######## shape_ram_io ########
**shape_ram_io: met4 routing**

Cells faint in the background.
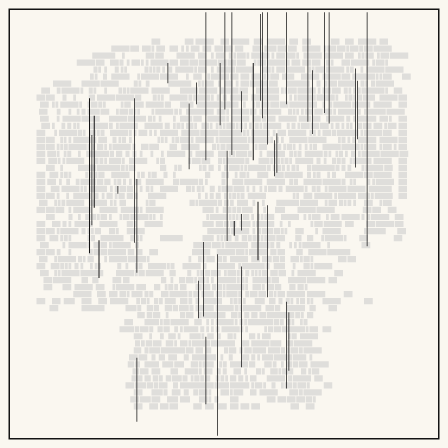
**shape_ram_io: metal layers overlaid**

Only two layers are drawn.
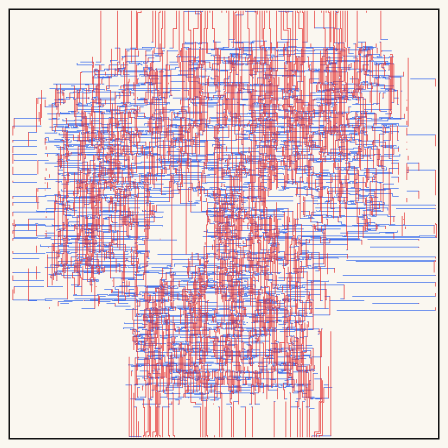
`config.mk`:
```
export PLATFORM = sky130hd
export DESIGN_NAME = shape_ram_io
export DESIGN_NICKNAME = d
export VERILOG_FILES = /design/src/rtl/shape_pkg.sv /design/src/rtl/shape_ram_io.sv
export SDC_FILE = /design/constraint.sdc
export NUM_CORES = 1
export LEC_CHECK = 0
export CAP_MARGIN = 20
export CORE_MARGIN = 10
export CORE_UTILIZATION = 47
export CTS_CLUSTER_SIZE = 28
export DETAILED_ROUTE_END_ITERATION = 8
export GPL_TIMING_DRIVEN = 0
export PLACE_DENSITY = 0.86
export SLEW_MARGIN = 20
export SYNTH_ARGS = -nofsm -noshare
export SYNTH_HDL_FRONTEND = slang
export SYNTH_SLANG_ARGS = --single-unit
export TNS_END_PERCENT = 5
```
`constraint.sdc`:
```
create_clock -name clk -period 4.1 [get_ports clk]
set_input_delay 1.23 -clock clk [delete_from_list [all_inputs] [get_ports clk]]
set_output_delay 1.23 -clock clk [all_outputs]
set_load 0.02 [all_outputs]
```
`src/rtl/shape_pkg.sv`:
```
// -----------------------------------------------------------------------------
// shape_pkg
// Shared definitions for the shape-record RAM mover: widths, record layout
// (word index of each field inside a record), the packed shape record and the
// engine state encoding. Also provides helpers that map between a record and
// its individual RAM words.
// -----------------------------------------------------------------------------
package shape_pkg;

   localparam int CORDW        = 10;  // x / y coordinate width
   localparam int ADDRW        = 20;  // RAM address width
   localparam int DATAW        = 12;  // RAM word width (ty / size / rotate / id)
   localparam int RECORD_WORDS = 8;   // address stride between records
   localparam int NUM_FIELDS   = 5;   // words actually used per record

   // Word offset of each field inside a record
   localparam logic [2:0] FIELD_TY   = 3'd0;
   localparam logic [2:0] FIELD_X    = 3'd1;
   localparam logic [2:0] FIELD_Y    = 3'd2;
   localparam logic [2:0] FIELD_SIZE = 3'd3;
   localparam logic [2:0] FIELD_ROT  = 3'd4;

   typedef struct packed {
      logic [DATAW-1:0] ty;
      logic [CORDW-1:0] x;
      logic [CORDW-1:0] y;
      logic [DATAW-1:0] size;
      logic [DATAW-1:0] rotate;
   } shape_t;

   typedef enum logic [1:0] {
      ST_IDLE      = 2'd0,
      ST_WRITE     = 2'd1,
      ST_READ      = 2'd2,
      ST_READ_TAIL = 2'd3
   } state_t;

   // RAM word k of a record; coordinates are zero-extended to the word width
   function automatic logic [DATAW-1:0] field_word(input shape_t s, input logic [2:0] k);
      logic [DATAW-1:0] w;
      case (k)
         FIELD_TY:   w = s.ty;
         FIELD_X:    w = {{(DATAW-CORDW){1'b0}}, s.x};
         FIELD_Y:    w = {{(DATAW-CORDW){1'b0}}, s.y};
         FIELD_SIZE: w = s.size;
         FIELD_ROT:  w = s.rotate;
         default:    w = {DATAW{1'b0}};
      endcase
      return w;
   endfunction

   // Record with field k replaced by RAM word w; coordinates keep the low bits
   function automatic shape_t put_field(input shape_t s, input logic [2:0] k,
                                        input logic [DATAW-1:0] w);
      shape_t r;
      r = s;
      case (k)
         FIELD_TY:   r.ty     = w;
         FIELD_X:    r.x      = w[CORDW-1:0];
         FIELD_Y:    r.y      = w[CORDW-1:0];
         FIELD_SIZE: r.size   = w;
         FIELD_ROT:  r.rotate = w;
         default:    r        = s;
      endcase
      return r;
   endfunction

endpackage

```
`src/rtl/shape_ram_io.sv`:
```
// -----------------------------------------------------------------------------
// shape_ram_io
// Moves one shape record (ty, x, y, size, rotate) between the shape table in
// frame RAM and the shape controller through a single 12-bit RAM port.
// A write copies the wr_* fields into five consecutive RAM words; a read
// fetches five words (RAM has one cycle of read latency) and presents them on
// rd_* once the whole record has arrived. One word counter and one address
// adder are shared by both engines.
//
// Ports
//   clk, rst            clock, synchronous active-high reset
//   rd_trigger          pulse: start a record read  (accepted only when idle)
//   wr_trigger          pulse: start a record write (wins over rd_trigger)
//   id                  record index, latched with the accepted trigger
//   ram_address_offset  table base address, latched with the accepted trigger
//   ram_address         RAM address            (registered)
//   ram_enable          RAM access strobe      (registered)
//   ram_we              RAM write enable       (registered)
//   ram_din             RAM write data         (registered)
//   ram_dout            RAM read data, valid one cycle after the access
//   busy                operation in progress  (registered)
//   rd_ty..rd_rotate    last completed read record
//   wr_ty..wr_rotate    record to write
// -----------------------------------------------------------------------------
import shape_pkg::*;

module shape_ram_io (
   input  logic             clk,
   input  logic             rst,
   input  logic             rd_trigger,
   input  logic             wr_trigger,
   input  logic [DATAW-1:0] id,
   input  logic [ADDRW-1:0] ram_address_offset,
   output logic [ADDRW-1:0] ram_address,
   output logic             ram_enable,
   output logic             ram_we,
   output logic [DATAW-1:0] ram_din,
   input  logic [DATAW-1:0] ram_dout,
   output logic             busy,
   output logic [DATAW-1:0] rd_ty,
   output logic [CORDW-1:0] rd_x,
   output logic [CORDW-1:0] rd_y,
   output logic [DATAW-1:0] rd_size,
   output logic [DATAW-1:0] rd_rotate,
   input  logic [DATAW-1:0] wr_ty,
   input  logic [CORDW-1:0] wr_x,
   input  logic [CORDW-1:0] wr_y,
   input  logic [DATAW-1:0] wr_size,
   input  logic [DATAW-1:0] wr_rotate
);

   state_t           state_r;
   logic [2:0]       cnt_r;        // index of the next word to access
   logic [ADDRW-1:0] base_r;       // latched record base address
   shape_t           wr_lat_r;     // latched write record
   shape_t           rd_shadow_r;  // read record being assembled

   shape_t           wr_in_s;
   shape_t           rd_final_s;
   logic [ADDRW-1:0] trig_base_s;
   logic [ADDRW-1:0] acc_base_s;
   logic [ADDRW-1:0] acc_addr_s;
   logic [2:0]       acc_k_s;
   logic [2:0]       cap_k_s;

   // Bundle the write inputs into a record
   always_comb begin
      wr_in_s = {wr_ty, wr_x, wr_y, wr_size, wr_rotate};
   end

   // Shared address adder: in IDLE it forms word 0 straight from the inputs so
   // the first access happens in the first busy cycle
   always_comb begin
      trig_base_s = ram_address_offset + (ADDRW'(id) * ADDRW'(RECORD_WORDS));
      if (state_r == ST_IDLE) begin
         acc_base_s = trig_base_s;
         acc_k_s    = FIELD_TY;
      end else begin
         acc_base_s = base_r;
         acc_k_s    = cnt_r;
      end
      acc_addr_s = acc_base_s + ADDRW'(acc_k_s);
      // RAM data returning now belongs to the access issued two counts ago
      cap_k_s    = cnt_r - 3'd2;
      rd_final_s = put_field(rd_shadow_r, FIELD_ROT, ram_dout);
   end

   // Engine FSM with registered RAM port, busy and read-record outputs
   always_ff @(posedge clk) begin
      if (rst) begin
         state_r     <= ST_IDLE;
         cnt_r       <= 3'd0;
         base_r      <= {ADDRW{1'b0}};
         wr_lat_r    <= '0;
         rd_shadow_r <= '0;
         busy        <= 1'b0;
         ram_enable  <= 1'b0;
         ram_we      <= 1'b0;
         ram_address <= {ADDRW{1'b0}};
         ram_din     <= {DATAW{1'b0}};
         rd_ty       <= {DATAW{1'b0}};
         rd_x        <= {CORDW{1'b0}};
         rd_y        <= {CORDW{1'b0}};
         rd_size     <= {DATAW{1'b0}};
         rd_rotate   <= {DATAW{1'b0}};
      end else begin
         case (state_r)
            ST_IDLE: begin
               if (wr_trigger) begin
                  state_r     <= ST_WRITE;
                  base_r      <= trig_base_s;
                  wr_lat_r    <= wr_in_s;
                  cnt_r       <= 3'd1;
                  busy        <= 1'b1;
                  ram_enable  <= 1'b1;
                  ram_we      <= 1'b1;
                  ram_address <= acc_addr_s;
                  ram_din     <= field_word(wr_in_s, FIELD_TY);
               end else if (rd_trigger) begin
                  state_r     <= ST_READ;
                  base_r      <= trig_base_s;
                  cnt_r       <= 3'd1;
                  busy        <= 1'b1;
                  ram_enable  <= 1'b1;
                  ram_we      <= 1'b0;
                  ram_address <= acc_addr_s;
                  ram_din     <= {DATAW{1'b0}};
               end else begin
                  cnt_r       <= 3'd0;
                  busy        <= 1'b0;
                  ram_enable  <= 1'b0;
                  ram_we      <= 1'b0;
                  ram_address <= {ADDRW{1'b0}};
                  ram_din     <= {DATAW{1'b0}};
               end
            end
            ST_WRITE: begin
               if (cnt_r < 3'(NUM_FIELDS)) begin
                  ram_address <= acc_addr_s;
                  ram_din     <= field_word(wr_lat_r, cnt_r);
                  cnt_r       <= cnt_r + 3'd1;
               end else begin
                  state_r     <= ST_IDLE;
                  cnt_r       <= 3'd0;
                  busy        <= 1'b0;
                  ram_enable  <= 1'b0;
                  ram_we      <= 1'b0;
                  ram_address <= {ADDRW{1'b0}};
                  ram_din     <= {DATAW{1'b0}};
               end
            end
            ST_READ: begin
               if (cnt_r >= 3'd2) begin
                  rd_shadow_r <= put_field(rd_shadow_r, cap_k_s, ram_dout);
               end
               if (cnt_r < 3'(NUM_FIELDS)) begin
                  ram_address <= acc_addr_s;
                  cnt_r       <= cnt_r + 3'd1;
               end else begin
                  state_r     <= ST_READ_TAIL;
                  ram_enable  <= 1'b0;
                  ram_address <= {ADDRW{1'b0}};
               end
            end
            ST_READ_TAIL: begin
               // Last word arrives now; publish the whole record at once
               state_r   <= ST_IDLE;
               cnt_r     <= 3'd0;
               busy      <= 1'b0;
               rd_ty     <= rd_final_s.ty;
               rd_x      <= rd_final_s.x;
               rd_y      <= rd_final_s.y;
               rd_size   <= rd_final_s.size;
               rd_rotate <= rd_final_s.rotate;
            end
            default: begin
               state_r     <= ST_IDLE;
               cnt_r       <= 3'd0;
               busy        <= 1'b0;
               ram_enable  <= 1'b0;
               ram_we      <= 1'b0;
               ram_address <= {ADDRW{1'b0}};
               ram_din     <= {DATAW{1'b0}};
            end
         endcase
      end
   end

endmodule

```
==> results.json <==
{
  "cap_violations": 0,
  "synth.logic.top_family": "simple AND/OR/NAND/NOR gates",
  "pwr-share-comb": 0.353,
  "cts_sinks": 216,
  "area_dominant_class": "logic gates",
  "switching_share": 0.358,
  "netlist-cell-type-count": 78,
  "dp_hpwl_um": 23900,
  "status": "finished clean",
  "layout.cells.non_filler": 1704,
  "path_buffers": 1,
  "clock_net_power_mw": 2.11,
  "grt_max_degree": 20,
  "ys_cells": 1193,
  "final-nonclk-buf-share": 0.176,
  "grt_pass1_vias": 9724,
  "place.gp.congestion": 0.896,
  "edf_count": 0,
  "cts_tree": "done"
}
## Picture notes: 'met4 routing' of shape_ram_io
nets with wire on the layer: 38
share of all routed wire: 4.2%
main direction: vertical

## Picture notes: 'metal layers overlaid' of shape_ram_io
[met1] blue | wire length: 13100 um
[met2] red | wire length: 15200 um

[metal layers]
layer | global-route usage | vias to the layer above | part of all wire | routed length [um]
met3 | 0.0433 | 88 | 0.075 | 2400
met4 | 0.0967 | 0 | 0.042 | 1360
met1 | 0.260 | 4524 | 0.41 | 13100
met2 | 0.368 | 442 | 0.47 | 15200
li1 | - | 4582 | - | -
met5 | 0 | - | 0 | 0

######## tremolo_mod ########
**tremolo_mod: routing congestion**

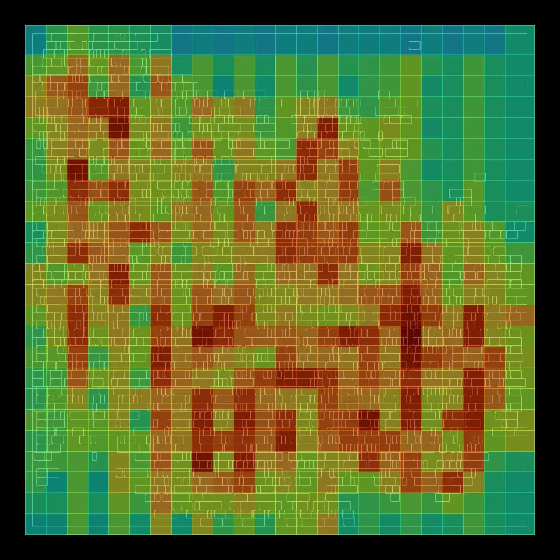
**tremolo_mod: zoomed window**

Window x 114 to 139, y 30 to 55 um. Cells in gray, sequential cells in the stronger gray; small squares are vias.
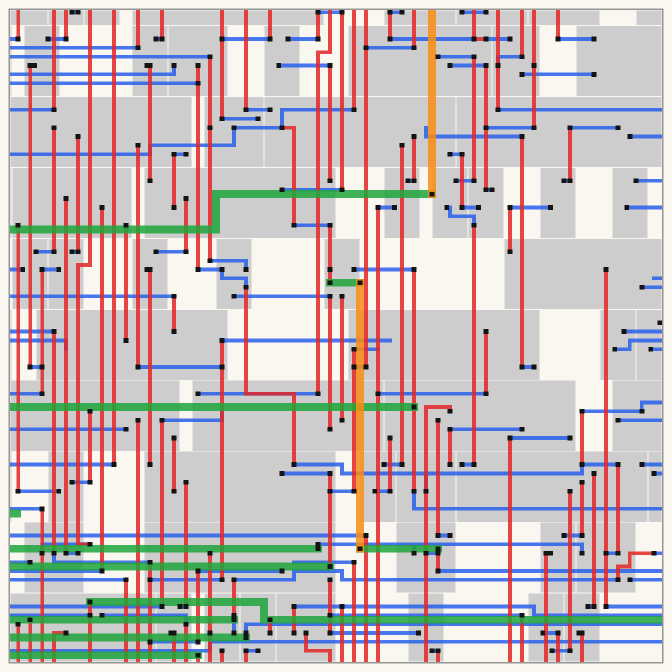
**tremolo_mod: metal layers overlaid**

Only two layers are drawn.
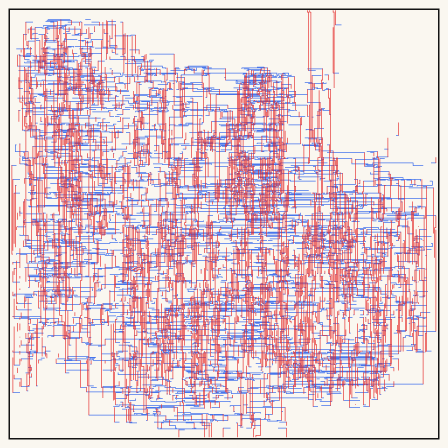
[src/rtl/audio_fx_pkg.sv]
// Shared constants and types for the audio effects datapath.
package audio_fx_pkg;

  localparam int unsigned SAMPLE_W_DEFAULT = 16;
  localparam int unsigned GAIN_UNITY       = 512;
  localparam int unsigned GAIN_SHIFT       = 9;
  localparam int unsigned LFO_MAX          = 512;

  typedef logic signed [SAMPLE_W_DEFAULT-1:0] sample_t;
  typedef logic [9:0]                         gain_t;

endpackage

[src/rtl/tremolo_gain_slew.sv]
// Slew-limited gain register: moves gain_cur toward target by at most SLEW_STEP
// per enabled cycle and exposes the updated value combinationally.
module tremolo_gain_slew
  import audio_fx_pkg::*;
#(
  parameter int unsigned SLEW_STEP = 8
) (
  input  logic  CLK,
  input  logic  RST,
  input  logic  en,
  input  gain_t target,
  output gain_t gain_upd
);

  localparam logic signed [11:0] STEP_S = 12'(SLEW_STEP);
  localparam gain_t              STEP_G = 10'(SLEW_STEP);

  gain_t              gain_cur_q, gain_cur_d;
  logic signed [11:0] diff;

  always_comb begin
    diff = $signed({2'b00, target}) - $signed({2'b00, gain_cur_q});
    if (SLEW_STEP == 0)
      gain_upd = target;
    else if (diff > STEP_S)
      gain_upd = gain_cur_q + STEP_G;
    else if (diff < -STEP_S)
      gain_upd = gain_cur_q - STEP_G;
    else
      gain_upd = target;
    gain_cur_d = en ? gain_upd : gain_cur_q;
  end

  always_ff @(posedge CLK) begin
    if (RST) gain_cur_q <= 10'(GAIN_UNITY);
    else     gain_cur_q <= gain_cur_d;
  end

endmodule

[src/rtl/tremolo_mod.sv]
// Tremolo stage: 4-edge pipeline scaling audio by a depth/LFO-derived gain
// that is slew-limited; bypass forces unity gain while the gain keeps tracking.
module tremolo_mod
  import audio_fx_pkg::*;
#(
  parameter int unsigned SAMPLE_W  = SAMPLE_W_DEFAULT,
  parameter int unsigned SLEW_STEP = 8
) (
  input  logic                       CLK,
  input  logic                       RST,
  input  logic signed [SAMPLE_W-1:0] sample_in,
  input  logic                       in_valid,
  input  logic [31:0]                lfo,
  input  logic [7:0]                 depth,
  input  logic                       bypass,
  output logic signed [SAMPLE_W-1:0] sample_out,
  output logic                       out_valid
);

  localparam int unsigned PW = SAMPLE_W + 11;

  // S0: accepted inputs
  logic                       s0_valid_q, s0_valid_d;
  logic signed [SAMPLE_W-1:0] s0_sample_q, s0_sample_d;
  logic [7:0]                 s0_depth_q, s0_depth_d;
  logic                       s0_bypass_q, s0_bypass_d;
  gain_t                      s0_lfo_q, s0_lfo_d;
  // S1: target gain
  logic                       s1_valid_q, s1_valid_d;
  logic signed [SAMPLE_W-1:0] s1_sample_q, s1_sample_d;
  logic                       s1_bypass_q, s1_bypass_d;
  gain_t                      s1_target_q, s1_target_d;
  // S2: product
  logic                       s2_valid_q, s2_valid_d;
  logic signed [PW-1:0]       s2_prod_q, s2_prod_d;
  // S3: output
  logic                       out_valid_q, out_valid_d;
  logic signed [SAMPLE_W-1:0] sample_out_q, sample_out_d;

  logic [16:0] atten_prod;
  logic [8:0]  atten;
  gain_t       gain_upd;
  gain_t       g_eff;

  tremolo_gain_slew #(.SLEW_STEP(SLEW_STEP)) u_slew (
    .CLK      (CLK),
    .RST      (RST),
    .en       (s1_valid_q),
    .target   (s1_target_q),
    .gain_upd (gain_upd)
  );

  always_comb begin
    s0_valid_d  = in_valid;
    s0_sample_d = in_valid ? sample_in : s0_sample_q;
    s0_depth_d  = in_valid ? depth     : s0_depth_q;
    s0_bypass_d = in_valid ? bypass    : s0_bypass_q;
    s0_lfo_d    = s0_lfo_q;
    if (in_valid)
      s0_lfo_d = (lfo > 32'(LFO_MAX)) ? 10'(LFO_MAX) : lfo[9:0];

    atten_prod  = 17'(s0_depth_q) * 17'(10'(LFO_MAX) - s0_lfo_q);
    atten       = 9'(atten_prod >> 8);
    s1_valid_d  = s0_valid_q;
    s1_sample_d = s0_valid_q ? s0_sample_q : s1_sample_q;
    s1_bypass_d = s0_valid_q ? s0_bypass_q : s1_bypass_q;
    s1_target_d = s0_valid_q ? (10'(GAIN_UNITY) - {1'b0, atten}) : s1_target_q;

    g_eff      = s1_bypass_q ? 10'(GAIN_UNITY) : gain_upd;
    s2_valid_d = s1_valid_q;
    s2_prod_d  = s1_valid_q ? PW'(s1_sample_q) * PW'($signed({1'b0, g_eff})) : s2_prod_q;

    out_valid_d  = s2_valid_q;
    sample_out_d = s2_valid_q ? SAMPLE_W'(s2_prod_q >>> GAIN_SHIFT) : sample_out_q;
  end

  always_ff @(posedge CLK) begin
    if (RST) begin
      s0_valid_q   <= 1'b0;
      s0_sample_q  <= '0;
      s0_depth_q   <= '0;
      s0_bypass_q  <= 1'b0;
      s0_lfo_q     <= '0;
      s1_valid_q   <= 1'b0;
      s1_sample_q  <= '0;
      s1_bypass_q  <= 1'b0;
      s1_target_q  <= 10'(GAIN_UNITY);
      s2_valid_q   <= 1'b0;
      s2_prod_q    <= '0;
      out_valid_q  <= 1'b0;
      sample_out_q <= '0;
    end else begin
      s0_valid_q   <= s0_valid_d;
      s0_sample_q  <= s0_sample_d;
      s0_depth_q   <= s0_depth_d;
      s0_bypass_q  <= s0_bypass_d;
      s0_lfo_q     <= s0_lfo_d;
      s1_valid_q   <= s1_valid_d;
      s1_sample_q  <= s1_sample_d;
      s1_bypass_q  <= s1_bypass_d;
      s1_target_q  <= s1_target_d;
      s2_valid_q   <= s2_valid_d;
      s2_prod_q    <= s2_prod_d;
      out_valid_q  <= out_valid_d;
      sample_out_q <= sample_out_d;
    end
  end

  assign sample_out = sample_out_q;
  assign out_valid  = out_valid_q;

endmodule

[config.mk]
export PLATFORM = sky130hd
export DESIGN_NAME = tremolo_mod
export DESIGN_NICKNAME = d
export VERILOG_FILES = /design/src/rtl/audio_fx_pkg.sv /design/src/rtl/tremolo_gain_slew.sv /design/src/rtl/tremolo_mod.sv
export SDC_FILE = /design/constraint.sdc
export NUM_CORES = 1
export LEC_CHECK = 0
export CORE_MARGIN = 2
export CORE_UTILIZATION = 50
export CTS_BUF_LIST = sky130_fd_sc_hd__clkbuf_4
export DETAILED_ROUTE_END_ITERATION = 8
export PLACE_DENSITY = 0.74
export RECOVER_POWER = 25
export REMOVE_ABC_BUFFERS = 1
export SETUP_SLACK_MARGIN = 0.2
export SLEW_MARGIN = 15
export SYNTH_ARGS = -nofsm -noshare
export SYNTH_HDL_FRONTEND = slang
export SYNTH_SLANG_ARGS = --single-unit
[constraint.sdc]
create_clock -name CLK -period 9.4 [get_ports CLK]
set_input_delay 1.88 -clock CLK [delete_from_list [all_inputs] [get_ports CLK]]
set_output_delay 1.88 -clock CLK [all_outputs]
set_load 0.005 [all_outputs]
==> results.json <==
{
  "status": "finished, violations left",
  "violations": "capacitance limit, slew limit",
  "ys_chip_area_mm2": 0.0135,
  "core-area_mm2": 0.0267,
  "vias": 10600,
  "fp-row-count": 60,
  "internal-power_mw": 0.943,
  "nWellTaps": 341,
  "min_period_over_period": 0.946,
  "grt_pass1_wl_um": 53500,
  "cap_violations": 2,
  "setup_ws_ps": 506,
  "numPortBuffers": 76,
  "cp-start-kind": "flip-flop",
  "ff_type": "dfxtp_1",
  "rr_startpoint": "s1_target_q[0]",
  "top_layer_used": "met4",
  "drive_gt1_frac": 0.0726,
  "syn_to_final_growth_pct": 12.8,
  "ys_ff": 108,
  "final_util": 0.571,
  "antenna_found_initial": 1,
  "initialDrtViolationCount": 649,
  "slew_viol_final": 105,
  "ys_warn_count": 0,
  "yosysTopAreaCell": "fa_1"
}
About 'routing congestion' of tremolo_mod:
All-Layer GR Usage: 0.235
GR Util met2: 0.418

About 'zoomed window' of tremolo_mod:
[met4] orange
[met3] green
[met2] red
[met1] blue
most frequent: inv_1 (20), fa_1 (13), and2_1 (8)
sequential cells in the window: 0
cells with their middle in the window: 49

About 'metal layers overlaid' of tremolo_mod:
[met2] red | wire length: 16000 um
[met1] blue | wire length: 13300 um

==> logic make-up after synthesis <==
group	Yosys count	synth area share
buffers and inverters	344	0.0955
and+or+nand+nor	512	0.183
muxes	81	0.0600
DFF	108	0.160
AOI/OAI and AO/OA	147	0.0760
adders and majority gates	295	0.383
xor gates and xnor gates	64	0.0426
==> registers in the layout, indices dropped and copies added, names as in the netlist, 8 cells and up <==
register	flops
u_slew.gain_cur_q	10
s1_sample_q	16
s0_depth_q	8
s1_target_q	10
s2_prod_q	16
s0_lfo_q	10
s0_sample_q	16
sample_out	16

######## alu ########
**alu: routing congestion**

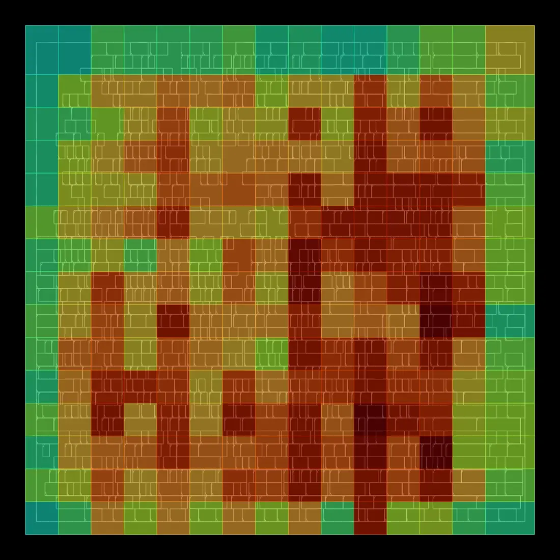
**alu: zoomed window**

Window x 68 to 93, y 14 to 39 um. Cells in gray, sequential cells in the stronger gray; small squares are vias.
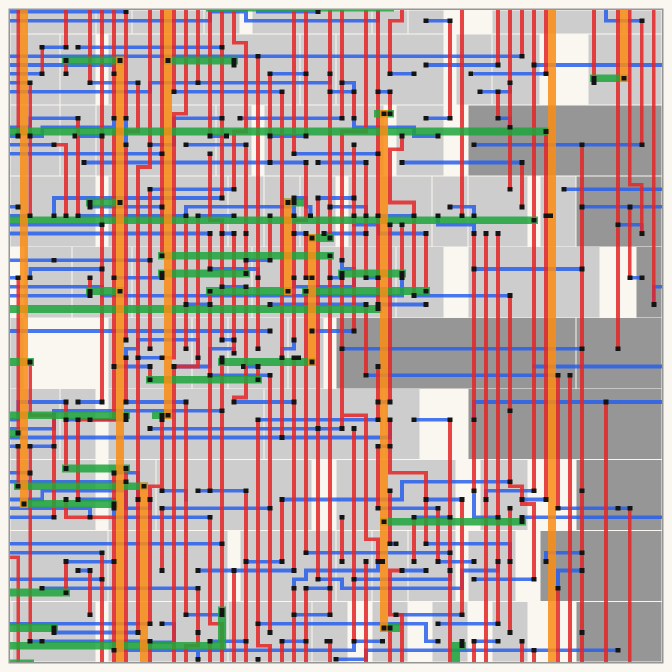
**alu: floorplan with the power grid**

The bar under the picture is 20 um long. Pins as bars on the die edge. Tap cells in gray.
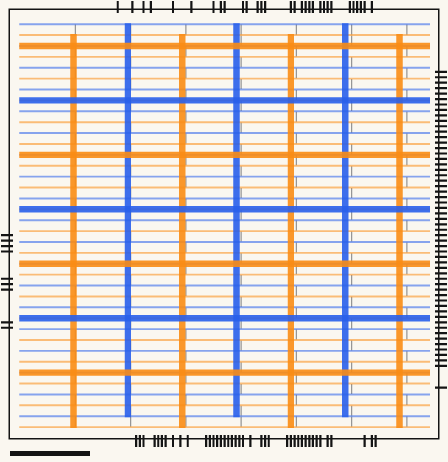
$ cat src/rtl/alu_pkg.sv
// alu_pkg: operation encodings shared by the ALU and the ALU decoder.
//   ALU_* : 3-bit ALUControl values
//   op_uses_sub() : ops that run the adder in subtract mode
package alu_pkg;

    typedef logic [2:0] alu_op_t;

    localparam alu_op_t ALU_ADD  = 3'b000;
    localparam alu_op_t ALU_SUB  = 3'b001;
    localparam alu_op_t ALU_XOR  = 3'b010;
    localparam alu_op_t ALU_OR   = 3'b011;
    localparam alu_op_t ALU_PACK = 3'b100;
    localparam alu_op_t ALU_SLT  = 3'b101;
    localparam alu_op_t ALU_SLTU = 3'b110;
    localparam alu_op_t ALU_AND  = 3'b111;

    // Both compares are derived from A - B, so they share SUB's adder mode.
    function automatic logic op_uses_sub(input alu_op_t op);
        return (op == ALU_SUB) || (op == ALU_SLT) || (op == ALU_SLTU);
    endfunction

endpackage

$ cat src/rtl/alu_addsub.sv
// alu_addsub: WIDTH-bit adder/subtractor.
//   a, b  : operands
//   sub   : 0 -> a + b, 1 -> a + ~b + 1
//   sum   : result modulo 2^WIDTH
//   cout  : carry out of the MSB
//   ovf   : signed two's-complement overflow of the operation performed
module alu_addsub #(
    parameter int WIDTH = 32
) (
    input  logic [WIDTH-1:0] a,
    input  logic [WIDTH-1:0] b,
    input  logic             sub,
    output logic [WIDTH-1:0] sum,
    output logic             cout,
    output logic             ovf
);

    logic [WIDTH-1:0] b_eff;

    assign b_eff        = sub ? ~b : b;
    assign {cout, sum}  = {1'b0, a} + {1'b0, b_eff} + {{WIDTH{1'b0}}, sub};

    // Overflow when both addends share a sign and the sum's sign differs.
    // With sub=1 the second addend is ~b, so this reduces to
    // (a[MSB] != b[MSB]) & (sum[MSB] != a[MSB]).
    assign ovf = (a[WIDTH-1] == b_eff[WIDTH-1]) && (sum[WIDTH-1] != a[WIDTH-1]);

endmodule

$ cat src/rtl/alu.sv
// alu: integer ALU for the RV32 single-cycle datapath.
//   clk, reset  : clock (rising edge) and asynchronous active-high reset
//   SrcA, SrcB  : operands
//   ALUControl  : operation select (alu_pkg::ALU_*)
//   ALUResult   : combinational result, same cycle
//   Zero        : combinational, 1 iff ALUResult == 0
//   ResultQ     : ALUResult registered on clk (reset value 0)
//   ZeroQ       : Zero registered on clk (reset value 1)
module alu
    import alu_pkg::*;
#(
    parameter int WIDTH = 32
) (
    input  logic             clk,
    input  logic             reset,
    input  logic [WIDTH-1:0] SrcA,
    input  logic [WIDTH-1:0] SrcB,
    input  logic [2:0]       ALUControl,
    output logic [WIDTH-1:0] ALUResult,
    output logic             Zero,
    output logic [WIDTH-1:0] ResultQ,
    output logic             ZeroQ
);

    localparam int HALF = WIDTH / 2;

    if (WIDTH % 2 != 0) begin : g_width_check
        $error("alu: WIDTH must be even for the PACK op");
    end

    logic [WIDTH-1:0] sum;
    logic             cout;
    logic             ovf;
    logic             sub;
    logic             lt_signed;
    logic             lt_unsigned;
    logic [WIDTH-1:0] result;

    assign sub = op_uses_sub(ALUControl);

    alu_addsub #(.WIDTH(WIDTH)) u_addsub (
        .a    (SrcA),
        .b    (SrcB),
        .sub  (sub),
        .sum  (sum),
        .cout (cout),
        .ovf  (ovf)
    );

    // Signed less-than is N ^ V of A - B, which stays correct when the
    // subtraction overflows (e.g. most-negative vs most-positive).
    assign lt_signed   = sum[WIDTH-1] ^ ovf;
    // No carry out of A + ~B + 1 means a borrow, i.e. A < B unsigned.
    assign lt_unsigned = ~cout;

    always_comb begin
        result = sum;
        case (ALUControl)
            ALU_ADD:  result = sum;
            ALU_SUB:  result = sum;
            ALU_XOR:  result = SrcA ^ SrcB;
            ALU_OR:   result = SrcA | SrcB;
            ALU_PACK: result = {SrcA[WIDTH-1:HALF], SrcB[HALF-1:0]};
            ALU_SLT:  result = {{(WIDTH-1){1'b0}}, lt_signed};
            ALU_SLTU: result = {{(WIDTH-1){1'b0}}, lt_unsigned};
            ALU_AND:  result = SrcA & SrcB;
            default:  result = sum;
        endcase
    end

    assign ALUResult = result;
    assign Zero      = (result == '0);

    // ---- output register stage: copy of result/flag, 1-cycle latency ----
    always_ff @(posedge clk or posedge reset) begin
        if (reset) begin
            ResultQ <= '0;
            ZeroQ   <= 1'b1;
        end else begin
            ResultQ <= result;
            ZeroQ   <= Zero;
        end
    end

endmodule

$ cat config.mk
export PLATFORM = sky130hd
export DESIGN_NAME = alu
export DESIGN_NICKNAME = d
export VERILOG_FILES = /design/src/rtl/alu_pkg.sv /design/src/rtl/alu_addsub.sv /design/src/rtl/alu.sv
export SDC_FILE = /design/constraint.sdc
export NUM_CORES = 1
export LEC_CHECK = 0
export ABC_AREA = 1
export CAP_MARGIN = 30
export CORE_MARGIN = 2
export CORE_UTILIZATION = 51
export CTS_CLUSTER_SIZE = 14
export DETAILED_ROUTE_END_ITERATION = 12
export GPL_TIMING_DRIVEN = 0
export PLACE_DENSITY = 0.82
export SLEW_MARGIN = 15
export SYNTH_ARGS = -nofsm -noshare
export SYNTH_HDL_FRONTEND = slang
export SYNTH_SLANG_ARGS = --single-unit
$ cat constraint.sdc
create_clock -name clk -period 3.32 [get_ports clk]
set_input_delay 0.332 -clock clk [delete_from_list [all_inputs] [get_ports clk]]
set_output_delay 0.332 -clock clk [all_outputs]
set_load 0.03 [all_outputs]
==> results.json <==
{
  "grtUsageMet2": 0.573,
  "initialDrtViolationCount": 600,
  "logic_area_mm2": 0.00477,
  "wl_met1_um": 8530,
  "clkTransAtPathRegs_ps": 70,
  "finalSetupViolCount": 3,
  "postCtsHoldBufs": 0,
  "hold_ws_ps": 413,
  "layout.cells.non_filler": 1142,
  "yosys.stat.seqShare": 0.153,
  "common_cells": "208 x nand2_1, 138 x inv_1, 95 x ha_1",
  "clockBufferDepth": 2,
  "clockBufferCount": 7,
  "totalPowerFinal_mw": 3.01,
  "placed_cell_area_mm2": 0.00696,
  "setup_ws_ps": -198,
  "fp_util": 0.523,
  "num-multi-input-gates": 628,
  "maxClockFrequency_ghz": 0.284,
  "nWellTaps": 136,
  "ir_drop_v": 0.000498,
  "worst_ep_arrival_time_ps": 3190,
  "cts_inserted_buffers": 5,
  "status": "finished, violations left",
  "ios": 135,
  "slew_viol_final": 0,
  "most_common_cell": "nand2_1",
  "cts_root_buffer": "clkbuf_8",
  "grt_pass1_vias": 6085,
  "yosys-top-cells-area": "ha_1 22%, dfrtp_1 15%, nand2_1 14%",
  "switching_share": 0.493,
  "drc_errors": 0,
  "violations": "setup timing",
  "htreeDepth": 2,
  "power-top-group": "combinational logic",
  "placed_cells": 1093,
  "crit_chain": "buf_12 -> clkinv_8 -> nand3_4 -> nand2_8 -> buf_12 -> xor2_2 -> ha_1 -> a21o_1 -> nor2_2 -> nand2_4 -> nand2_2 -> nand2_4 -> nand2_2 -> nand3_2 -> and2_4 -> nor2_2 -> nand3_1 -> nor2_1 -> nand4_1 -> nor2_4 -> buf_6",
  "chip_area_mm2": 0.0114,
  "path_depth": 21,
  "die_h_um": 107,
  "seq_power_share": 0.160,
  "antenna_cells": 0,
  "syn_inst": 822,
  "slew_headroom": 0.323,
  "ant_nets": 0
}
Notes on 'routing congestion' of alu above:
met3 usage: 0.0498
Global Route met1 Usage: 0.470
All-Layer GR Usage: 0.349

Notes on 'zoomed window' of alu above:
[met1] blue
[met2] red
[met4] orange
[met3] green
sequential cells in the window: 4
most frequent: ha_1 (10), inv_1 (9), nor2_1 (5)
netlist names of flops here include: ResultQ (4)
cells with their middle in the window: 60

Notes on 'floorplan with the power grid' of alu above:
[VDD] blue
[VSS] orange
tap cells: 136
rows: 37
met5 straps: 7
met1 rails: 38
met4 straps: 7

-- what timing repair did --
item,in CTS,in global routing
cloned,2,1
pin swaps,44,82
setup endpoints to repair,38,27
resized,160,176
buffers inserted,21,18
-- logic make-up after synthesis --
logic type,after synthesis,synth area share
adder cells (fa/ha/maj),96,0.224
buffers and inverters,161,0.116
AND/OR/NAND/NOR,349,0.274
flip-flops,33,0.153
AND-OR/OR-AND,142,0.167
XOR/XNOR,41,0.0665
-- sequential cells by signal, summed over array words and instances, names as in the netlist --
| signal | flops |
|---|---|
| ResultQ | 32 |
| ZeroQ | 1 |

Power and IR drop assume default switching activity.
